# fb_bank_ctrl

[src/rtl/fb_bank_ctrl.sv]
// Ping-pong framebuffer controller: maps front-end pixels to RAM writes and hands complete frames to the reader.
// Write port is registered (one cycle after acceptance); the reader is never blocked, and surplus frames are dropped.
module fb_bank_ctrl #(
    parameter int PIX_COLS    = 8,
    parameter int PIX_LINES   = 16,
    parameter int BLOCK_COLS  = 5,
    parameter int BLOCK_LINES = 3,
    parameter int AW          = 11,
    parameter int DW          = 24
) (
    input  logic          clk,
    input  logic          nrst,
    input  logic [DW-1:0] pixel_data,
    input  logic          pixel_valid,
    input  logic [2:0]    pixel_col,
    input  logic [3:0]    pixel_line,
    input  logic [2:0]    block_col,
    input  logic [1:0]    block_line,
    output logic          wr_en,
    output logic          wr_bank,
    output logic [AW-1:0] wr_addr,
    output logic [DW-1:0] wr_data,
    output logic          rd_bank,
    input  logic          rd_swap_req,
    output logic          rd_swap_ack,
    output logic          frame_ready,
    output logic          frame_drop,
    output logic          frame_error
);
    localparam int N  = PIX_COLS * PIX_LINES * BLOCK_COLS * BLOCK_LINES;
    localparam int CW = $clog2(N + 1);

    typedef enum logic [1:0] {WAIT_SOF, FILL, FULL} state_t;

    state_t          state, state_n;
    logic [CW-1:0]   count, count_n;
    logic            wr_en_n, wr_bank_n, rd_bank_n;
    logic [AW-1:0]   wr_addr_n, addr;
    logic [DW-1:0]   wr_data_n;
    logic            ready_n, ack_n, drop_n, err_n;
    logic            pix_ok, is_sof, is_last, do_write;

    // block_line 3 lies outside the frame, so such pixels are treated as absent
    assign pix_ok  = pixel_valid && (block_line != 2'd3);
    assign is_sof  = pix_ok && (pixel_col == 3'd0) && (pixel_line == 4'd0)
                     && (block_col == 3'd0) && (block_line == 2'd0);
    assign is_last = pix_ok && (pixel_col == 3'(PIX_COLS - 1)) && (pixel_line == 4'(PIX_LINES - 1))
                     && (block_col == 3'(BLOCK_COLS - 1)) && (block_line == 2'(BLOCK_LINES - 1));
    assign addr = ((AW'(block_line) * AW'(BLOCK_COLS) + AW'(block_col)) * AW'(PIX_LINES)
                   + AW'(pixel_line)) * AW'(PIX_COLS) + AW'(pixel_col);

    always_comb begin
        state_n   = state;
        count_n   = count;
        wr_bank_n = wr_bank;
        rd_bank_n = rd_bank;
        ready_n   = frame_ready;
        ack_n     = 1'b0;
        drop_n    = 1'b0;
        err_n     = 1'b0;
        do_write  = 1'b0;
        case (state)
            WAIT_SOF: begin
                if (is_sof) begin
                    do_write = 1'b1;
                    count_n  = CW'(1);
                    state_n  = FILL;
                end
            end
            FILL: begin
                if (is_sof) begin
                    err_n    = 1'b1;
                    do_write = 1'b1;
                    count_n  = CW'(1);
                end else if (is_last) begin
                    if (count == CW'(N - 1)) begin
                        do_write = 1'b1;
                        count_n  = CW'(N);
                        ready_n  = 1'b1;
                        state_n  = FULL;
                    end else begin
                        err_n   = 1'b1;
                        count_n = '0;
                        state_n = WAIT_SOF;
                    end
                end else if (pix_ok) begin
                    do_write = 1'b1;
                    count_n  = (count == CW'(N)) ? count : count + CW'(1);
                end
            end
            FULL: begin
                // a swap frees a bank, so an SOF arriving with it starts the next frame
                if (rd_swap_req && frame_ready) begin
                    rd_bank_n = wr_bank;
                    wr_bank_n = ~wr_bank;
                    ready_n   = 1'b0;
                    ack_n     = 1'b1;
                    count_n   = '0;
                    state_n   = WAIT_SOF;
                    if (is_sof) begin
                        do_write = 1'b1;
                        count_n  = CW'(1);
                        state_n  = FILL;
                    end
                end else if (is_sof) begin
                    drop_n = 1'b1;
                end
            end
            default: state_n = WAIT_SOF;
        endcase
        wr_en_n   = do_write;
        wr_addr_n = do_write ? addr : wr_addr;
        wr_data_n = do_write ? pixel_data : wr_data;
    end

    always_ff @(posedge clk or negedge nrst) begin
        if (!nrst) begin
            state       <= WAIT_SOF;
            count       <= '0;
            wr_en       <= 1'b0;
            wr_bank     <= 1'b0;
            rd_bank     <= 1'b1;
            wr_addr     <= '0;
            wr_data     <= '0;
            rd_swap_ack <= 1'b0;
            frame_ready <= 1'b0;
            frame_drop  <= 1'b0;
            frame_error <= 1'b0;
        end else begin
            state       <= state_n;
            count       <= count_n;
            wr_en       <= wr_en_n;
            wr_bank     <= wr_bank_n;
            rd_bank     <= rd_bank_n;
            wr_addr     <= wr_addr_n;
            wr_data     <= wr_data_n;
            rd_swap_ack <= ack_n;
            frame_ready <= ready_n;
            frame_drop  <= drop_n;
            frame_error <= err_n;
        end
    end
endmodule
[config.mk]
export PLATFORM = sky130hd
export DESIGN_NAME = fb_bank_ctrl
export DESIGN_NICKNAME = d
export VERILOG_FILES = /design/src/rtl/fb_bank_ctrl.sv
export SDC_FILE = /design/constraint.sdc
export NUM_CORES = 1
export LEC_CHECK = 0
export ABC_AREA = 1
export ABC_CLOCK_PERIOD_IN_PS = 2100
export CAP_MARGIN = 20
export CORE_MARGIN = 2
export CORE_UTILIZATION = 31
export CTS_BUF_LIST = sky130_fd_sc_hd__clkbuf_4 sky130_fd_sc_hd__clkbuf_8
export CTS_CLUSTER_SIZE = 40
export DETAILED_ROUTE_END_ITERATION = 10
export PLACE_DENSITY_LB_ADDON = 0.15
export SYNTH_ARGS = -nofsm -noshare
export SYNTH_HDL_FRONTEND = slang
export SYNTH_SLANG_ARGS = --single-unit
export TNS_END_PERCENT = 5
[constraint.sdc]
create_clock -name clk -period 2.1 [get_ports clk]
set_clock_uncertainty 0.2 [all_clocks]
set_input_delay 0.525 -clock clk [delete_from_list [all_inputs] [get_ports clk]]
set_output_delay 0.525 -clock clk [all_outputs]
set_load 0.02 [all_outputs]
# i2c_eeprom_ctrl

File: src/rtl/i2c_eeprom_ctrl.sv
// i2c_eeprom_ctrl: byte-level sequencer between the I2C slave bit engine and
// the EEPROM/ROM. Owns the address pointer, decodes the two-byte offset,
// prefetches read bytes and optionally writes received data bytes.
module i2c_eeprom_ctrl #(
  parameter int unsigned ADDR_W   = 16,
  parameter int unsigned MEM_LAT  = 1,
  parameter bit          WRITE_EN = 1'b0
) (
  input  logic              in_ext_osc,
  input  logic              in_reset_n,
  input  logic              in_start,
  input  logic              in_stop,
  input  logic              in_addr_match,
  input  logic              in_rw,
  input  logic              in_rx_valid,
  input  logic [7:0]        in_rx_data,
  output logic              out_ack_en,
  input  logic              in_tx_req,
  output logic [7:0]        out_tx_data,
  output logic              out_tx_valid,
  input  logic              in_master_nack,
  output logic [ADDR_W-1:0] out_mem_addr,
  output logic              out_mem_rd,
  input  logic [7:0]        in_mem_rdata,
  output logic              out_mem_wr,
  output logic [7:0]        out_mem_wdata,
  output logic [ADDR_W-1:0] out_ptr,
  output logic              out_underrun
);

  typedef enum logic [2:0] {
    ST_IDLE,
    ST_DEV,
    ST_OFS_HI,
    ST_OFS_LO,
    ST_WR_DATA,
    ST_RD_FETCH,
    ST_RD_HOLD,
    ST_RD_DONE
  } state_e;

  state_e              state_q, state_d;
  logic [ADDR_W-1:0]   ptr_q, ptr_d;
  logic [ADDR_W-1:0]   addr_q, addr_d;
  logic [ADDR_W-1:0]   ptr_inc;
  logic [7:0]          ofs_hi_q, ofs_hi_d;
  logic [7:0]          tx_data_q, tx_data_d;
  logic [7:0]          wdata_q, wdata_d;
  logic                tx_valid_q, tx_valid_d;
  logic                ack_q, ack_d;
  logic                rd_q, rd_d;
  logic                wr_q, wr_d;
  logic                urun_q, urun_d;
  logic [2:0]          lat_q, lat_d;
  logic [15:0]         ofs_full;

  assign ptr_inc  = ptr_q + ADDR_W'(1);
  assign ofs_full = {ofs_hi_q, in_rx_data};

  // Next-state and next-output computation; START beats STOP beats per-state handling.
  always_comb begin
    state_d    = state_q;
    ptr_d      = ptr_q;
    addr_d     = addr_q;
    ofs_hi_d   = ofs_hi_q;
    tx_data_d  = tx_data_q;
    tx_valid_d = tx_valid_q;
    wdata_d    = wdata_q;
    lat_d      = lat_q;
    rd_d       = 1'b0;
    wr_d       = 1'b0;
    urun_d     = 1'b0;

    if (in_start) begin
      // Aborts any fetch: RD_FETCH is left, so the returning byte is never latched.
      state_d    = ST_DEV;
      tx_valid_d = 1'b0;
      tx_data_d  = 8'hFF;
    end else if (in_stop) begin
      // A held prefetch is dropped too; the pointer never counted it.
      state_d    = ST_IDLE;
      tx_valid_d = 1'b0;
      tx_data_d  = 8'hFF;
    end else begin
      unique case (state_q)
        ST_IDLE: ;
        ST_DEV: begin
          if (in_addr_match) begin
            if (in_rw) begin
              rd_d    = 1'b1;
              addr_d  = ptr_q;
              lat_d   = 3'(MEM_LAT);
              state_d = ST_RD_FETCH;
            end else begin
              state_d = ST_OFS_HI;
            end
          end
        end
        ST_OFS_HI: begin
          if (in_rx_valid) begin
            ofs_hi_d = in_rx_data;
            state_d  = ST_OFS_LO;
          end
        end
        ST_OFS_LO: begin
          if (in_rx_valid) begin
            ptr_d   = ADDR_W'(ofs_full);
            state_d = ST_WR_DATA;
          end
        end
        ST_WR_DATA: begin
          if (in_rx_valid && WRITE_EN) begin
            wr_d    = 1'b1;
            addr_d  = ptr_q;
            wdata_d = in_rx_data;
            ptr_d   = ptr_inc;
          end
        end
        ST_RD_FETCH: begin
          if (in_master_nack) begin
            state_d = ST_RD_DONE;
          end else begin
            if (lat_q == 3'd0) begin
              tx_data_d  = in_mem_rdata;
              tx_valid_d = 1'b1;
              state_d    = ST_RD_HOLD;
            end else begin
              lat_d = lat_q - 3'd1;
            end
            if (in_tx_req) begin
              urun_d = 1'b1;
            end
          end
        end
        ST_RD_HOLD: begin
          if (in_master_nack) begin
            tx_valid_d = 1'b0;
            tx_data_d  = 8'hFF;
            state_d    = ST_RD_DONE;
          end else if (in_tx_req) begin
            tx_valid_d = 1'b0;
            tx_data_d  = 8'hFF;
            ptr_d      = ptr_inc;
            addr_d     = ptr_inc;
            rd_d       = 1'b1;
            lat_d      = 3'(MEM_LAT);
            state_d    = ST_RD_FETCH;
          end
        end
        ST_RD_DONE: ;
        default: state_d = ST_IDLE;
      endcase
    end

    ack_d = (state_d == ST_WR_DATA) ? WRITE_EN : 1'b1;
  end

  // State and registered outputs.
  always_ff @(posedge in_ext_osc or negedge in_reset_n) begin
    if (!in_reset_n) begin
      state_q    <= ST_IDLE;
      ptr_q      <= '0;
      addr_q     <= '0;
      ofs_hi_q   <= '0;
      tx_data_q  <= '1;
      tx_valid_q <= 1'b0;
      wdata_q    <= '0;
      lat_q      <= '0;
      ack_q      <= 1'b1;
      rd_q       <= 1'b0;
      wr_q       <= 1'b0;
      urun_q     <= 1'b0;
    end else begin
      state_q    <= state_d;
      ptr_q      <= ptr_d;
      addr_q     <= addr_d;
      ofs_hi_q   <= ofs_hi_d;
      tx_data_q  <= tx_data_d;
      tx_valid_q <= tx_valid_d;
      wdata_q    <= wdata_d;
      lat_q      <= lat_d;
      ack_q      <= ack_d;
      rd_q       <= rd_d;
      wr_q       <= wr_d;
      urun_q     <= urun_d;
    end
  end

  assign out_ack_en    = ack_q;
  assign out_tx_data   = tx_data_q;
  assign out_tx_valid  = tx_valid_q;
  assign out_mem_addr  = addr_q;
  assign out_mem_rd    = rd_q;
  assign out_mem_wr    = wr_q;
  assign out_mem_wdata = wdata_q;
  assign out_ptr       = ptr_q;
  assign out_underrun  = urun_q;

endmodule

File: config.mk
export PLATFORM = sky130hd
export DESIGN_NAME = i2c_eeprom_ctrl
export DESIGN_NICKNAME = d
export VERILOG_FILES = /design/src/rtl/i2c_eeprom_ctrl.sv
export SDC_FILE = /design/constraint.sdc
export NUM_CORES = 1
export LEC_CHECK = 0
export ABC_CLOCK_PERIOD_IN_PS = 3300
export CAP_MARGIN = 10
export CORE_MARGIN = 4
export CORE_UTILIZATION = 54
export CTS_CLUSTER_DIAMETER = 150
export DETAILED_ROUTE_END_ITERATION = 8
export PLACE_DENSITY = 0.95
export SLEW_MARGIN = 25
export SYNTH_ARGS = -nofsm -noshare
export SYNTH_HDL_FRONTEND = slang
export SYNTH_SLANG_ARGS = --single-unit
File: constraint.sdc
create_clock -name in_ext_osc -period 3.3 [get_ports in_ext_osc]
set_input_delay 0.495 -clock in_ext_osc [delete_from_list [all_inputs] [get_ports in_ext_osc]]
set_output_delay 0.495 -clock in_ext_osc [all_outputs]
set_load 0.05 [all_outputs]
# reaction_timer_ctrl

===== src/rtl/reaction_timer_ctrl.sv =====
`default_nettype none
// ----------------------------------------------------------------------------
// reaction_timer_ctrl : start/stop control FSM ahead of the reaction-timer BCD
//                       counter chain. Optional macro BEST_TIME_EN keeps the
//                       best (lowest) stop-terminated time.
// Rev 1.0
// ----------------------------------------------------------------------------
module reaction_timer_ctrl #(
    parameter int unsigned MIN_DELAY = 1000,
    parameter int unsigned TIMEOUT   = 9999
) (
    input  logic        clk,
    input  logic        reset,
    input  logic        start,
    input  logic        stop,
    input  logic        tick,
    input  logic [15:0] bcd_in,
    output logic        cnt_enable,
    output logic        cnt_clear_,
    output logic        led,
    output logic [15:0] result,
    output logic        result_valid,
    output logic        false_start,
    output logic        timeout,
    output logic [15:0] best
);

    typedef enum logic [2:0] {
        S_IDLE  = 3'd0,
        S_ARM   = 3'd1,
        S_GO    = 3'd2,
        S_DONE  = 3'd3,
        S_FAULT = 3'd4
    } state_t;

    localparam logic [15:0] C_MIN_DELAY = 16'(MIN_DELAY);
    localparam logic [15:0] C_TIMEOUT   = 16'(TIMEOUT);
    localparam logic [15:0] C_NO_TIME   = 16'h9999;
    localparam logic [9:0]  C_LFSR_SEED = 10'h001;

    state_t      r_state;
    state_t      w_state_nxt;
    logic        r_start_q;
    logic        r_stop_q;
    logic [9:0]  r_lfsr;
    logic [15:0] r_wait;
    logic [15:0] r_elapsed;

    logic        w_start_rise;
    logic        w_stop_rise;
    logic [15:0] w_elapsed_inc;
    logic [15:0] w_wait_nxt;
    logic [15:0] w_elapsed_nxt;
    logic [15:0] w_result_nxt;
    logic        w_valid_nxt;
    logic        w_fs_nxt;
    logic        w_to_nxt;
    logic        w_led_nxt;
    logic        w_en_nxt;
    logic        w_clr_nxt;

    assign w_start_rise  = start & ~r_start_q;
    assign w_stop_rise   = stop & ~r_stop_q;
    assign w_elapsed_inc = r_elapsed + 16'd1;

    always_ff @(posedge clk or posedge reset) begin
        if (reset) begin
            r_state <= S_IDLE;
        end else begin
            r_state <= w_state_nxt;
        end
    end

    always_comb begin
        w_state_nxt   = r_state;
        w_wait_nxt    = r_wait;
        w_elapsed_nxt = r_elapsed;
        w_result_nxt  = result;
        w_valid_nxt   = result_valid;
        w_fs_nxt      = false_start;
        w_to_nxt      = timeout;
        // Lamp/counter controls follow the current state, so they lag the
        // capturing edge by one clock.
        w_led_nxt     = (r_state == S_GO);
        w_en_nxt      = (r_state == S_GO);
        w_clr_nxt     = (r_state == S_GO) || (r_state == S_DONE) || (r_state == S_FAULT);

        case (r_state)
            S_IDLE, S_DONE, S_FAULT: begin
                if (w_start_rise) begin
                    w_state_nxt = S_ARM;
                    w_wait_nxt  = C_MIN_DELAY + {6'd0, r_lfsr};
                    w_valid_nxt = 1'b0;
                    w_fs_nxt    = 1'b0;
                    w_to_nxt    = 1'b0;
                end
            end
            S_ARM: begin
                if (w_stop_rise) begin
                    w_state_nxt = S_FAULT;
                    w_fs_nxt    = 1'b1;
                end else if (tick) begin
                    if (r_wait == 16'd1) begin
                        w_state_nxt   = S_GO;
                        w_elapsed_nxt = 16'd0;
                    end else begin
                        w_wait_nxt = r_wait - 16'd1;
                    end
                end
            end
            S_GO: begin
                if (w_stop_rise) begin
                    w_state_nxt  = S_DONE;
                    w_result_nxt = bcd_in;
                    w_valid_nxt  = 1'b1;
                end else if (tick) begin
                    if (w_elapsed_inc == C_TIMEOUT) begin
                        w_state_nxt  = S_DONE;
                        w_result_nxt = C_NO_TIME;
                        w_to_nxt     = 1'b1;
                        w_valid_nxt  = 1'b1;
                    end else begin
                        w_elapsed_nxt = w_elapsed_inc;
                    end
                end
            end
            default: begin
                w_state_nxt = S_IDLE;
            end
        endcase
    end

    always_ff @(posedge clk or posedge reset) begin
        if (reset) begin
            r_start_q    <= 1'b1;
            r_stop_q     <= 1'b1;
            r_lfsr       <= C_LFSR_SEED;
            r_wait       <= 16'd0;
            r_elapsed    <= 16'd0;
            result       <= 16'h0000;
            result_valid <= 1'b0;
            false_start  <= 1'b0;
            timeout      <= 1'b0;
            led          <= 1'b0;
            cnt_enable   <= 1'b0;
            cnt_clear_   <= 1'b0;
        end else begin
            r_start_q    <= start;
            r_stop_q     <= stop;
            r_lfsr       <= {r_lfsr[8:0], r_lfsr[9] ^ r_lfsr[6]};
            r_wait       <= w_wait_nxt;
            r_elapsed    <= w_elapsed_nxt;
            result       <= w_result_nxt;
            result_valid <= w_valid_nxt;
            false_start  <= w_fs_nxt;
            timeout      <= w_to_nxt;
            led          <= w_led_nxt;
            cnt_enable   <= w_en_nxt;
            cnt_clear_   <= w_clr_nxt;
        end
    end

`ifdef BEST_TIME_EN
    logic [15:0] r_best;
    logic        w_stop_capture;

    // Packed BCD orders the same as plain binary, so a direct compare works.
    assign w_stop_capture = (r_state == S_GO) && w_stop_rise;

    always_ff @(posedge clk or posedge reset) begin
        if (reset) begin
            r_best <= C_NO_TIME;
        end else if (w_stop_capture && (bcd_in < r_best)) begin
            r_best <= bcd_in;
        end
    end

    assign best = r_best;
`else
    assign best = 16'h0000;
`endif

endmodule
`default_nettype wire

===== config.mk =====
export PLATFORM = sky130hd
export DESIGN_NAME = reaction_timer_ctrl
export DESIGN_NICKNAME = d
export VERILOG_FILES = /design/src/rtl/reaction_timer_ctrl.sv
export SDC_FILE = /design/constraint.sdc
export NUM_CORES = 1
export LEC_CHECK = 0
export ABC_AREA = 1
export CORE_MARGIN = 2
export CORE_UTILIZATION = 53
export DETAILED_ROUTE_END_ITERATION = 16
export HOLD_SLACK_MARGIN = 0.1
export PLACE_DENSITY_LB_ADDON = 0.25
export SLEW_MARGIN = 25
export SYNTH_ARGS = -nofsm -noshare
export SYNTH_HDL_FRONTEND = slang
export SYNTH_SLANG_ARGS = --single-unit

===== constraint.sdc =====
create_clock -name clk -period 3.1 [get_ports clk]
set_input_delay 0.31 -clock clk [delete_from_list [all_inputs] [get_ports clk]]
set_output_delay 0.31 -clock clk [all_outputs]
set_load 0.01 [all_outputs]

### Cell placement, i2c_eeprom_ctrl

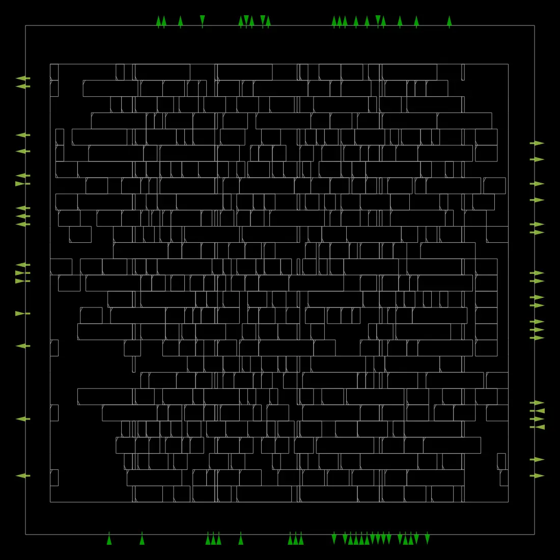
count of filler cells inserted in the layout: 395
Std-Cell Rows: 27

==> summary.txt, i2c_eeprom_ctrl <==
The implementation run finished. According to the timing report, the critical path is launched from state_q[1]$_DFF_PN0_. Synthesized area per cell landed at 9.56 sq um. The number of clock buffers added by TritonCTS is 9. After the first detailed-routing iteration, the DRC count stood at approximately 330. For this run, the leading register cell type out of synthesis is sky130_fd_sc_hd__dfrtp_1. Total die size landed at 7290 sq um. Routability congestion estimate from global placement landed at between 0.9 and 1. Final net count landed at 427.

Per the timing report, the most critical flop-to-flop path finishes at out_mem_addr[13]$_DFFE_PN0P_. Data arrives at the worst endpoint at 2630 ps. Counting only logic cells after layout, the most numerous master is sky130_fd_sc_hd__clkdlybuf4s50_1. I/O pin total landed at 78.

The script logs the mean routed wire length per placed instance as 18.6 microns. Delay of the slowest cell on the worst path landed at 640 ps. Internal power landed at 0.00120 W. Relative area of non-clock buffer cells in the final design landed at 0.176.

In the final layout, the clock buffer count is 13. Sequential share of cell area landed at 0.360. STA classifies the critical path endpoint as a flip-flop. The final report gives the standard cell area, fillers excluded, as 4060 sq um. Slack of the critical path landed at between 900 and 1000 ps. Minimum period implied by the final worst setup slack landed at around 2400 ps.

Fraction of registers with async set/reset landed at 1.00. The flow ran to the end, and the final reports show no timing, DRC or antenna violations. Per the slew report, the remaining headroom to the max-slew limit stands at 0.535.

TritonRoute reported its final design rule violation total as 0. OpenSTA lists the critical path endpoint as out_mem_addr[13]$_DFFE_PN0P_. For the clock group, total power comes out at about 0.00057 W.
## i2c_eeprom_ctrl: routing by layer
metal	track usage	vias up	wire, microns
li1	-	1377	-
met5	0	-	0
met4	0.0921	0	168
met3	0.0796	27	889
met2	0.388	176	4150
met1	0.336	1449	3620
## i2c_eeprom_ctrl: cell families after synthesis
group                      after synthesis
AOI/OAI and AO/OA                      104
adders and majority gates                3
other                                    1
muxes                                    8
xor gates and xnor gates                11
DFF                                     58
buffers and inverters                   41
and+or+nand+nor                        112
### Floorplan with the power grid, fb_bank_ctrl

(4 px per micron) Pins as bars on the die edge.
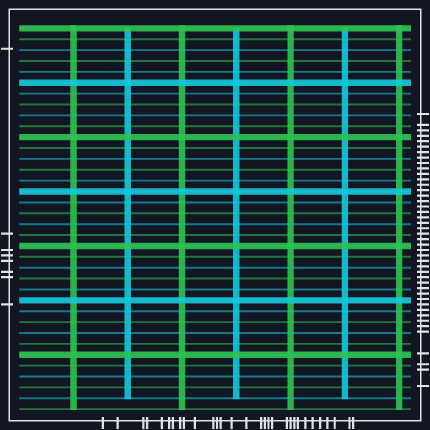
- green: VSS
- cyan: VDD
- rows: 35
- met5 straps: 7
worst-case vdd ir drop: 0.399 mV
height of the chip: 103 microns
die extent in x: 103 microns
Core Footprint: 9330 sq um

### Placed cells, one color a class, fb_bank_ctrl

(3 px per micron) Fill, decap, tap and diode cells in gray.
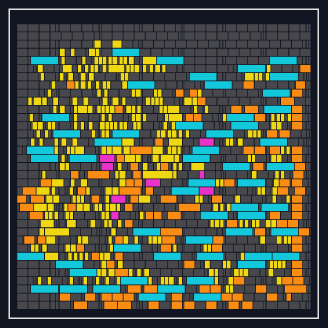
- cyan: registers (cells 55; share of their area 32%)
- orange: remaining buffers and delay cells (cells 118; share of their area 28%)
- magenta: clock drivers and dummy loads (cells 8; share of their area 2.2%)
- yellow: remaining logic cells (cells 324; share of their area 37%)
area of all placed cells without fillers: 4410 sq um
Std-Cell Rows: 35

==> summary.txt, fb_bank_ctrl <==
The implementation run finished. On met2, the global router reports a usage of 0.261. The synthesized netlist occupies a cell area of 3010 sq um. Depth of the worst register-to-register path landed at 8. The slowest stage of the critical path belongs to the cell sky130_fd_sc_hd__clkdlybuf4s50_1. Multi-input gate share of total cell area landed at 0.328. After layout, the buffer instance count without clock buffers stands at 118. After clock tree synthesis, the setup repair step added 0 buffers.

Number of vias in the routed layout landed at 2838. Among cell families on the critical path, the largest total delay comes from buffers and inverters. Together, buffers and inverters on the worst path number 1. Per the synth stats, the proportion of register bits with asynchronous set or reset is 1.00. The final timing report derives a shortest allowable period of 2030 ps.

Maximum number of pins on one net before global-route repair landed at 56. Relative area of non-clock buffer cells in the final design landed at 0.272. TritonCTS buffer count landed at 5. The share of synthesized area in the top cell type comes to 0.449. Across the whole layout, storage elements account for 1380 sq um.

The run finished with clean final reports.
## fb_bank_ctrl: registers in the layout (all words and copies together), names as in the netlist
signal and flops:
frame_drop 1, frame_ready 1, rd_swap_ack 1, state 2, count 11, wr_bank 1, frame_error 1, wr_addr 11
rd_bank 1, wr_en 1, wr_data 24
## fb_bank_ctrl: stage by stage
step / util / hold slack [ps] / instance area, sq um
2_1_floorplan: - / 29.4 / 3010
3_3_place_gp: 0.453 / 253 / 4220
3_5_place_dp: 0.453 / 258 / 4220
4_1_cts: 0.464 / 4.07 / 4330
5_1_grt: 0.473 / 12.8 / 4410
6_report: 0.473 / 1.40 / 4410
### Placed cells, one color a class, reaction_timer_ctrl

(3 px per micron) Fill, decap, tap and diode cells in gray.
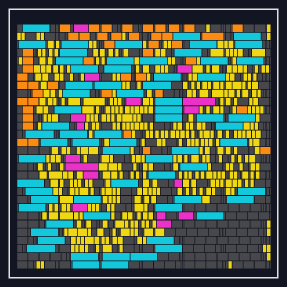
- orange: remaining buffers and delay cells (cells 46; share of their area 11%)
- cyan: registers (cells 68; share of their area 39%)
- magenta: clock drivers and dummy loads (cells 16; share of their area 5.4%)
- yellow: remaining logic cells (cells 421; share of their area 45%)
Std-Cell Rows: 30
final core occ: 0.653
area of all placed cells without fillers: 4510 sq um

==> summary.txt, reaction_timer_ctrl <==
The implementation run finished. Number of enable flip-flop cells landed at 0. Die boundary width landed at 89.0 microns. Worst setup skew after layout landed at 12.6 ps. In this run the number of H-tree levels came out at 3. Compared with the post-synthesis result, the final layout area differs by 17.8%. Xor and xnor area share after synthesis landed at 0.0206. Total sequential power landed at around 0.0013 W.

Number of diodes added for antenna fixing landed at 0. Highest attainable clock frequency landed at slightly above 400 MHz. The library cells used most frequently in the layout, excluding fill and tap cells, are sky130_fd_sc_hd__nand2_1, sky130_fd_sc_hd__dfrtp_1, sky130_fd_sc_hd__inv_1. The most numerous cell type found on the critical path is sky130_fd_sc_hd__nand2_1. Cell total in the yosys stat output landed at 504. The netlist uses 40 different library cells.

Final net count landed at 572. Synthesized-area fraction occupied by ao, oa, aoi and oai cells landed at 0.0930. The main area contributors are sky130_fd_sc_hd__dfrtp_1, sky130_fd_sc_hd__nand2_1, sky130_fd_sc_hd__nand3_1. For flop-to-flop paths, the worst setup slack is 620 ps. Looking at the reg2reg group, the worst path ends at r_elapsed[10]$_DFFE_PP0P_.

Delay of the slowest cell on the worst path landed at roughly 470 ps. Per the STA report, the cell with the highest stage delay on the worst path is sky130_fd_sc_hd__nand2_1. The most critical setup path has its endpoint at r_elapsed[10]$_DFFE_PP0P_. The cell-mix breakdown from Yosys lists the adder-cell area share as 0.0163. Cell area after placement landed at roughly 4300 sq um. Sorting the Yosys area breakdown by cell type puts at the top sky130_fd_sc_hd__dfrtp_1. The flow ran to the end, and the final reports show no timing, DRC or antenna violations. Slack of the critical path landed at 622 ps.
## reaction_timer_ctrl: area by class of cell
cell class / instances / area, sq um
inverters: 52 / 195
well taps: 96 / 120
clock inverters: 5 / 83.8
repair buffers: 46 / 463
multi-input cells: 369 / 1790
fillers: 581 / 2390
clock buffers: 11 / 151
flip-flops and latches: 68 / 1710
## reaction_timer_ctrl: metal layers
layer | track usage | share of wire | routed length [microns]
met5 | 0 | 0 | 0
met1 | 0.297 | 0.47 | 3810
met3 | 0.0526 | 0.042 | 334
met4 | 0.0692 | 0.0085 | 68
met2 | 0.361 | 0.48 | 3820


==> layout pictures side by side <==
Routed metal, one color a layer.
(4 px per micron) Only two layers are drawn.
(a)
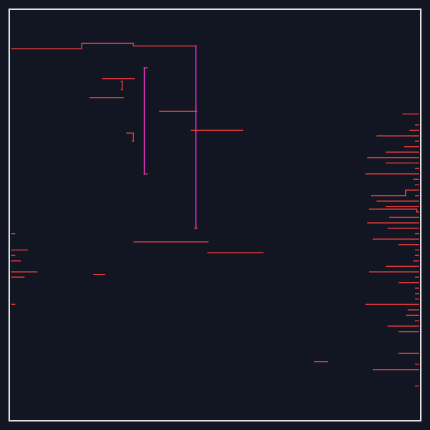
(b)
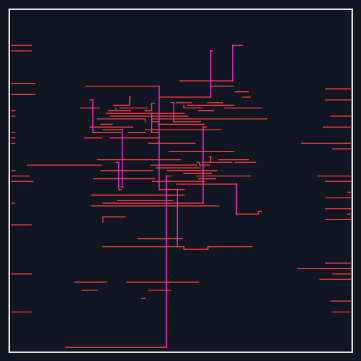
(c)
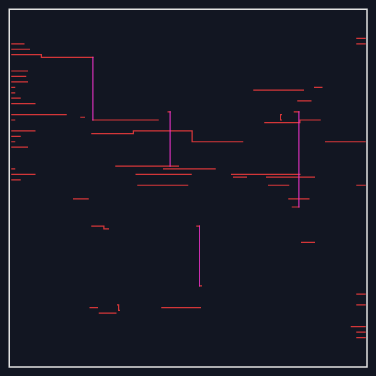
(c) -> reaction_timer_ctrl
(b) -> i2c_eeprom_ctrl
(a) -> fb_bank_ctrl

Key to (c):
- magenta: M4 (wire length 68.0 microns)
- red: M3 (wire length 334 microns)

Power is estimated from default activity; no workload was simulated.
